# ya_fifo_reader

===== src/rtl/ya_fifo_reader.sv =====
// Read-side adapter: drains a non-FWFT FIFO into a valid/ready stream through a 2-entry skid buffer.
// Optional same-cycle bypass of the arriving FIFO word is enabled by defining YA_FIFO_READER_BYPASS_EN.
module ya_fifo_reader #(
    parameter int WORD_SIZE = 8
) (
    input  logic                 i_clk,
    input  logic                 i_reset,
    output logic                 o_re,
    input  logic                 i_is_not_empty,
    input  logic [WORD_SIZE-1:0] i_data,
    output logic                 o_valid,
    input  logic                 i_ready,
    output logic [WORD_SIZE-1:0] o_data,
    output logic [1:0]           o_level
);

    logic [WORD_SIZE-1:0] buf_q [0:1];
    logic                 rd_ptr;
    logic                 wr_ptr;
    logic                 inflight;
    logic [1:0]           cnt;

    logic       pop;
    logic       push;
    logic       pop_buf;
    logic       buf_valid;
    logic       has_room;
    logic [1:0] occupancy;

    // Words already held plus the one still coming back from the FIFO.
    assign occupancy = cnt + {1'b0, inflight};
    assign has_room  = (occupancy < 2'd2);
    assign buf_valid = (cnt != 2'd0);

`ifdef YA_FIFO_READER_BYPASS_EN
    logic bypass;

    assign bypass  = inflight & ~buf_valid;
    assign o_valid = i_reset & (buf_valid | bypass);
    assign o_data  = !i_reset ? '0 : (bypass ? i_data : buf_q[rd_ptr]);
    // A bypassed word consumed on arrival never lands in the buffer.
    assign push    = inflight & ~(bypass & pop);
`else
    assign o_valid = i_reset & buf_valid;
    assign o_data  = i_reset ? buf_q[rd_ptr] : '0;
    assign push    = inflight;
`endif

    assign pop     = o_valid & i_ready;
    assign pop_buf = pop & buf_valid;
    assign o_re    = i_reset & i_is_not_empty & (has_room | pop);
    assign o_level = i_reset ? cnt : 2'd0;

    always_ff @(posedge i_clk) begin
        if (!i_reset) begin
            cnt      <= 2'd0;
            inflight <= 1'b0;
            rd_ptr   <= 1'b0;
            wr_ptr   <= 1'b0;
            buf_q[0] <= '0;
            buf_q[1] <= '0;
        end else begin
            inflight <= o_re;
            if (push) begin
                buf_q[wr_ptr] <= i_data;
                wr_ptr        <= ~wr_ptr;
            end
            if (pop_buf) begin
                rd_ptr <= ~rd_ptr;
            end
            cnt <= cnt + {1'b0, push} - {1'b0, pop_buf};
        end
    end

endmodule


===== config.mk =====
export PLATFORM = sky130hd
export DESIGN_NAME = ya_fifo_reader
export DESIGN_NICKNAME = d
export VERILOG_FILES = /design/src/rtl/ya_fifo_reader.sv
export SDC_FILE = /design/constraint.sdc
export NUM_CORES = 1
export LEC_CHECK = 0
export CORE_MARGIN = 4
export CORE_UTILIZATION = 45
export CTS_BUF_LIST = sky130_fd_sc_hd__clkbuf_16
export CTS_CLUSTER_SIZE = 25
export DETAILED_ROUTE_END_ITERATION = 16
export HOLD_SLACK_MARGIN = 0.05
export PLACE_DENSITY = 0.72
export SLEW_MARGIN = 20
export SYNTH_ARGS = -nofsm -noshare
export SYNTH_HDL_FRONTEND = slang
export SYNTH_SLANG_ARGS = --single-unit

===== constraint.sdc =====
create_clock -name i_clk -period 1.65 [get_ports i_clk]
set_input_delay 0.2475 -clock i_clk [delete_from_list [all_inputs] [get_ports i_clk]]
set_output_delay 0.2475 -clock i_clk [all_outputs]
set_load 0.02 [all_outputs]

# imem_arbiter_flat

--- src/rtl/imem_arb_pkg.sv ---
// imem_arb_pkg: shared types and constants for the instruction-memory arbiter
//   state_t : arbiter FSM states
//   grant_t : round-robin last-served encoding
package imem_arb_pkg;
   localparam int ADDR_W = 8;
   localparam int BYTES_PER_WORD = 4;
   typedef enum logic [1:0] {IDLE, FETCH, LOAD} state_t;
   typedef enum logic {GNT_FETCH, GNT_LOAD} grant_t;
endpackage

--- src/rtl/imem_arbiter_if.sv ---
// imem_arbiter_if: fetch port, loader port and byte-memory port of imem_arbiter
//   slave  : arbiter side (drives ready/done/instr/err, mem_addr/we/wdata, busy)
//   master : requesters and memory array side
interface imem_arbiter_if #(parameter int ADDR_W = imem_arb_pkg::ADDR_W);
   logic              fetch_valid;
   logic [31:0]       fetch_addr;
   logic              fetch_ready;
   logic              fetch_done;
   logic [31:0]       fetch_instr;
   logic              fetch_err;
   logic              load_valid;
   logic [ADDR_W-1:0] load_addr;
   logic [7:0]        load_data;
   logic              load_ready;
   logic [ADDR_W-1:0] mem_addr;
   logic              mem_we;
   logic [7:0]        mem_wdata;
   logic [7:0]        mem_rdata;
   logic              busy;
   modport slave (
      input  fetch_valid, fetch_addr, load_valid, load_addr, load_data, mem_rdata,
      output fetch_ready, fetch_done, fetch_instr, fetch_err, load_ready, mem_addr, mem_we, mem_wdata, busy
   );
   modport master (
      output fetch_valid, fetch_addr, load_valid, load_addr, load_data, mem_rdata,
      input  fetch_ready, fetch_done, fetch_instr, fetch_err, load_ready, mem_addr, mem_we, mem_wdata, busy
   );
endinterface

--- src/rtl/imem_rr_arb2.sv ---
// imem_rr_arb2: two-requester round-robin arbiter
//   en                  : arbitration allowed this cycle
//   req_fetch, req_load : requests
//   gnt                 : one-hot grant, gnt[0] fetch, gnt[1] load
// On a tie the requester not served last wins; last-served resets to load.
module imem_rr_arb2
   import imem_arb_pkg::*;
(
   input  logic       clk,
   input  logic       rst_n,
   input  logic       en,
   input  logic       req_fetch,
   input  logic       req_load,
   output logic [1:0] gnt
);
   grant_t last;
   logic gf, gl;

   assign gf = en && req_fetch && (!req_load || last == GNT_LOAD);
   assign gl = en && req_load && !gf;
   assign gnt = {gl, gf};

   always_ff @(posedge clk or negedge rst_n)
      if (!rst_n) last <= GNT_LOAD;
      else if (gf || gl) last <= gf ? GNT_FETCH : GNT_LOAD;
endmodule

--- src/rtl/imem_arbiter.sv ---
// imem_arbiter: shares a byte-wide big-endian instruction memory between a
// 32-bit fetch port (four-beat read burst) and a byte-write loader port.
//   clk, rst_n : clock, asynchronous active-low reset
//   bus        : imem_arbiter_if.slave (fetch, load, memory handshakes, busy)
// Optional IMEM_ALIGN_CHECK_EN: misaligned fetches finish at once with
// fetch_err and a zero word instead of being burst-read.
module imem_arbiter
   import imem_arb_pkg::*;
(
   input logic           clk,
   input logic           rst_n,
   imem_arbiter_if.slave bus
);
   state_t state, state_n;
   logic [2:0] cnt, cnt_n;
   logic [ADDR_W-1:0] base, ld_addr;
   logic [7:0] ld_data;
   logic [23:0] acc;
   logic [31:0] held, word;
   logic err, mis;
   logic [1:0] gnt;
   logic unused_addr;

   assign unused_addr = ^bus.fetch_addr[31:ADDR_W];

`ifdef IMEM_ALIGN_CHECK_EN
   assign mis = bus.fetch_addr[1:0] != 2'b00;
   assign bus.fetch_err = bus.fetch_done && err;
`else
   assign mis = 1'b0;
   assign bus.fetch_err = 1'b0;
`endif

   imem_rr_arb2 u_arb (
      .clk       (clk),
      .rst_n     (rst_n),
      .en        (state == IDLE),
      .req_fetch (bus.fetch_valid),
      .req_load  (bus.load_valid),
      .gnt       (gnt)
   );

   assign bus.fetch_ready = gnt[0];
   assign bus.load_ready = gnt[1];
   assign bus.busy = state != IDLE;
   assign bus.fetch_done = state == FETCH && cnt == 3'(BYTES_PER_WORD);
   // Beat 3 arrives on mem_rdata in the done cycle, so the word is completed combinationally
   assign word = err ? '0 : {acc, bus.mem_rdata};
   assign bus.fetch_instr = bus.fetch_done ? word : held;
   assign bus.mem_we = state == LOAD;
   assign bus.mem_wdata = bus.mem_we ? ld_data : '0;
   assign bus.mem_addr = bus.mem_we ? ld_addr : (state == FETCH && !cnt[2]) ? base + ADDR_W'(cnt) : '0;

   always_comb begin
      state_n = state;
      cnt_n = cnt;
      case (state)
         IDLE: begin
            state_n = gnt[0] ? FETCH : gnt[1] ? LOAD : IDLE;
            // A misaligned fetch skips the reads and lands directly on the done beat
            cnt_n = (gnt[0] && mis) ? 3'(BYTES_PER_WORD) : 3'd0;
         end
         FETCH: begin
            state_n = bus.fetch_done ? IDLE : FETCH;
            cnt_n = bus.fetch_done ? 3'd0 : cnt + 3'd1;
         end
         default: state_n = IDLE;
      endcase
   end

   always_ff @(posedge clk or negedge rst_n)
      if (!rst_n) begin
         state <= IDLE;
         cnt <= '0;
         base <= '0;
         ld_addr <= '0;
         ld_data <= '0;
         acc <= '0;
         held <= '0;
         err <= 1'b0;
      end else begin
         state <= state_n;
         cnt <= cnt_n;
         if (gnt[0]) begin
            base <= bus.fetch_addr[ADDR_W-1:0];
            err <= mis;
         end
         if (gnt[1]) begin
            ld_addr <= bus.load_addr;
            ld_data <= bus.load_data;
         end
         // Read data lags the address by one beat: beats 0..2 are shifted in at cnt 1..3
         if (state == FETCH && cnt != 3'd0 && !bus.fetch_done) acc <= {acc[15:0], bus.mem_rdata};
         if (bus.fetch_done) held <= word;
      end
endmodule

--- src/flat_wrapper.sv ---
// flat-port wrapper written by rule: the top's interface ports become plain ports
module imem_arbiter_flat import imem_arb_pkg::*;
  (clk, rst_n, bus_fetch_valid, bus_fetch_addr, bus_load_valid, bus_load_addr, bus_load_data, bus_mem_rdata, bus_fetch_ready, bus_fetch_done, bus_fetch_instr, bus_fetch_err, bus_load_ready, bus_mem_addr, bus_mem_we, bus_mem_wdata, bus_busy);
  imem_arbiter_if bus_i ();
  input logic clk;
  input logic rst_n;
  input wire logic [$bits(bus_i.fetch_valid)-1:0] bus_fetch_valid;
  input wire logic [$bits(bus_i.fetch_addr)-1:0] bus_fetch_addr;
  input wire logic [$bits(bus_i.load_valid)-1:0] bus_load_valid;
  input wire logic [$bits(bus_i.load_addr)-1:0] bus_load_addr;
  input wire logic [$bits(bus_i.load_data)-1:0] bus_load_data;
  input wire logic [$bits(bus_i.mem_rdata)-1:0] bus_mem_rdata;
  output wire logic [$bits(bus_i.fetch_ready)-1:0] bus_fetch_ready;
  output wire logic [$bits(bus_i.fetch_done)-1:0] bus_fetch_done;
  output wire logic [$bits(bus_i.fetch_instr)-1:0] bus_fetch_instr;
  output wire logic [$bits(bus_i.fetch_err)-1:0] bus_fetch_err;
  output wire logic [$bits(bus_i.load_ready)-1:0] bus_load_ready;
  output wire logic [$bits(bus_i.mem_addr)-1:0] bus_mem_addr;
  output wire logic [$bits(bus_i.mem_we)-1:0] bus_mem_we;
  output wire logic [$bits(bus_i.mem_wdata)-1:0] bus_mem_wdata;
  output wire logic [$bits(bus_i.busy)-1:0] bus_busy;
  assign bus_i.fetch_valid = bus_fetch_valid;
  assign bus_i.fetch_addr = bus_fetch_addr;
  assign bus_i.load_valid = bus_load_valid;
  assign bus_i.load_addr = bus_load_addr;
  assign bus_i.load_data = bus_load_data;
  assign bus_i.mem_rdata = bus_mem_rdata;
  assign bus_fetch_ready = bus_i.fetch_ready;
  assign bus_fetch_done = bus_i.fetch_done;
  assign bus_fetch_instr = bus_i.fetch_instr;
  assign bus_fetch_err = bus_i.fetch_err;
  assign bus_load_ready = bus_i.load_ready;
  assign bus_mem_addr = bus_i.mem_addr;
  assign bus_mem_we = bus_i.mem_we;
  assign bus_mem_wdata = bus_i.mem_wdata;
  assign bus_busy = bus_i.busy;
  imem_arbiter u_core (.clk(clk), .rst_n(rst_n), .bus(bus_i));
endmodule
--- config.mk ---
export PLATFORM = sky130hd
export DESIGN_NAME = imem_arbiter_flat
export DESIGN_NICKNAME = d
export VERILOG_FILES = /design/src/rtl/imem_arb_pkg.sv /design/src/rtl/imem_arbiter_if.sv /design/src/rtl/imem_rr_arb2.sv /design/src/rtl/imem_arbiter.sv /design/src/flat_wrapper.sv
export SDC_FILE = /design/constraint.sdc
export NUM_CORES = 1
export LEC_CHECK = 0
export CAP_MARGIN = 15
export CORE_MARGIN = 10
export CORE_UTILIZATION = 29
export DETAILED_ROUTE_END_ITERATION = 10
export PLACE_DENSITY = 0.6
export SYNTH_ARGS = -nofsm -noshare
export SYNTH_HDL_FRONTEND = slang
export SYNTH_SLANG_ARGS = --single-unit
--- constraint.sdc ---
create_clock -name clk -period 1.8 [get_ports clk]
set_input_delay 0.36 -clock clk [delete_from_list [all_inputs] [get_ports clk]]
set_output_delay 0.36 -clock clk [all_outputs]
set_load 0.05 [all_outputs]
Fig. 1: imem_arbiter_flat, cell placement
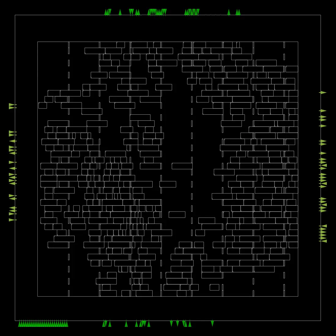
flop count: 86
number of fill cells in the layout: 1196
Post-Layout Cell Count: 582

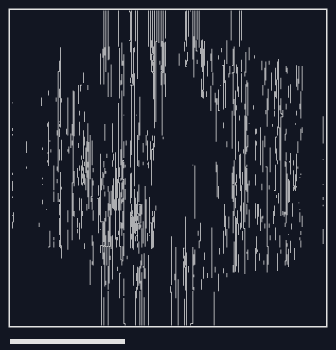
Fig. 2. M2 wires (imem_arbiter_flat).
Scale bar: 50 um.
main direction: vertical
nets with wire on the layer: 408
longest straight run: 51.0 um

==> flow_summary.yaml, imem_arbiter_flat <==
# generated from flow reports
routing:
  route.detailed.drc: 0
  postRouteWirelength_um: 9680
  wl_met2_um: 4850
place:
  numPortBuffers: 88
  dp_cells: 538
synthesis:
  yosysWarnings: 0
  yosys.area.top_type_share_pct: 53.5
  ff_type: "dfrtp_1"
  synthTopLogicFamily: "multiplexers"
  synth_area_um2: 3980
layout:
  antenna_cells: 0
  finalCoreUtilization_pct: 47.3
  final_nets: 467
  final-clk-cell-share_pct: 4.44
  flop_area_um2: 2160
  largest_reg_flops: 32
run_status:
  violations: "setup timing"
  status: "finished, violations left"
flow_run:
  maxCapViolations: 0
worst_setup_path:
  reg2regPathDepth: 6
power:
  comb_power_share_pct: 60.9
clock_network:
  cts_tree: "done"
final_timing:
  setup_ws_ps: -591
  setup_viol: 52
global_route:
  antenna_found_initial: 0
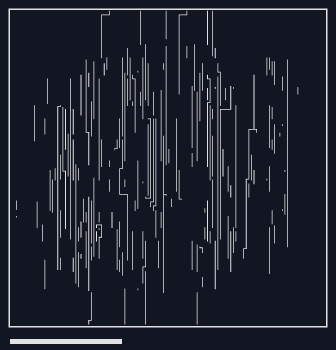
Fig. 3. M2 wires (ya_fifo_reader).
Scale bar: 20 um.
longest straight run: 34.3 um
wire length on this layer: 1140 um
main direction: vertical
share of all routed wire: 55%

==> flow_summary.yaml, ya_fifo_reader <==
# generated from flow reports
floorplanning:
  initCoreUtil_pct: 47.5
  rows: 17
  ios: 24
  tapCellCount: 28
run_status:
  status: "finished clean"
layout:
  drive_gt1_share_pct: 18.8
  finalCoreUtilization_pct: 67.1
  buffers: 34
  fill_cells: 185
  flop_area_um2: 606
  seq_share_pct: 40.8
synthesis:
  synth_cell_types: 21
  synthMuxAreaShare_pct: 10.6
  synthArstFlopShare_pct: 0
  yosys.area.top_type_share_pct: 45.8
  yosysTopAreaCell: "edfxtp_1"
  syn_avg_cell_area_um2: 11.1
  ys_sh_xor_pct: 0.834
routing:
  wl_met3_um: 111
  via_count: 781
flow_run:
  warnings: 26
worst_setup_path:
  path_buffers: 1
  max_stage_delay_ps: 330
  r2r-start: "cnt[0]"
  reg2reg_to: "cnt[1]"
  reg2regPathDepth: 6
  crit_fanout: 4
final_timing:
  holdWs_ps: 471
  grt_setup_unrepaired: "no"
  hold_viol: 0
  setup_viol: 0
  worst_clock_skew_ps: 1.26
  tightestPinTransition_ps: 361
clock_network:
  cts_tree: "done"
  root_buffer: "clkbuf_16"
  cts_hold_buffers: 0
place:
  post-place-ws_ps: -402
  hpwl_um: 1500
power:
  power_leakage_nw: 0.620
  intPower_mw: 1.28
  p_seq_share_pct: 41.3
worst_hold_path:
  hp-class: "in -> reg"


==> gallery <==
Placed cells, one color a class.
panel A
Scale bar: 50 um. Fill, decap, tap and diode cells in gray.
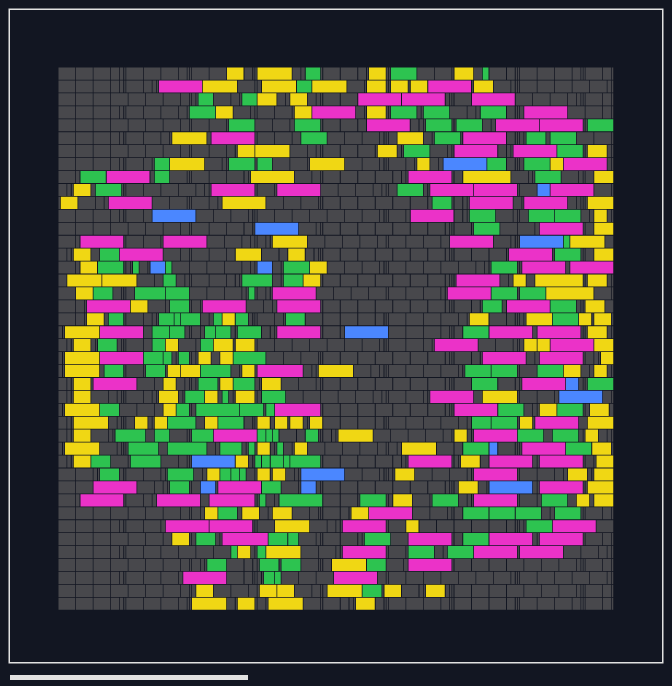
panel B
Scale bar: 20 um. Fill, decap, tap and diode cells in gray.
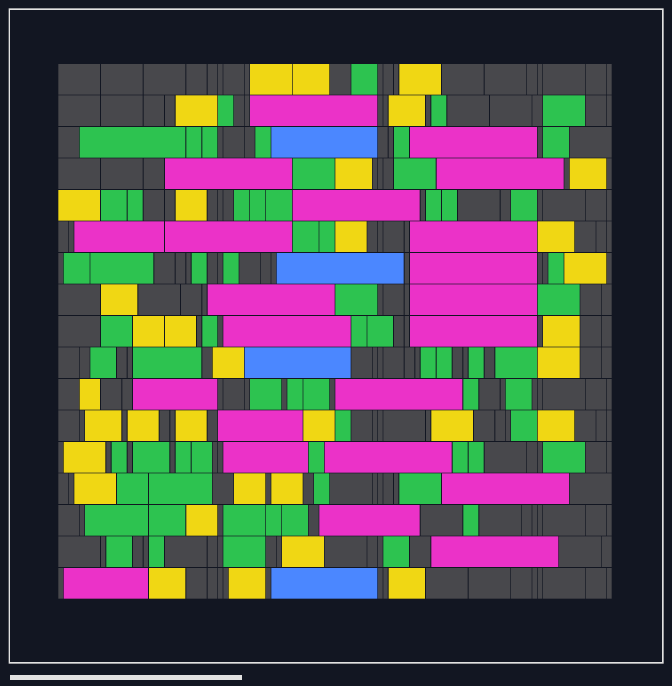
ya_fifo_reader is panel B.
imem_arbiter_flat is panel A.

No activity file was given, so power comes from the tool's default toggle rates.
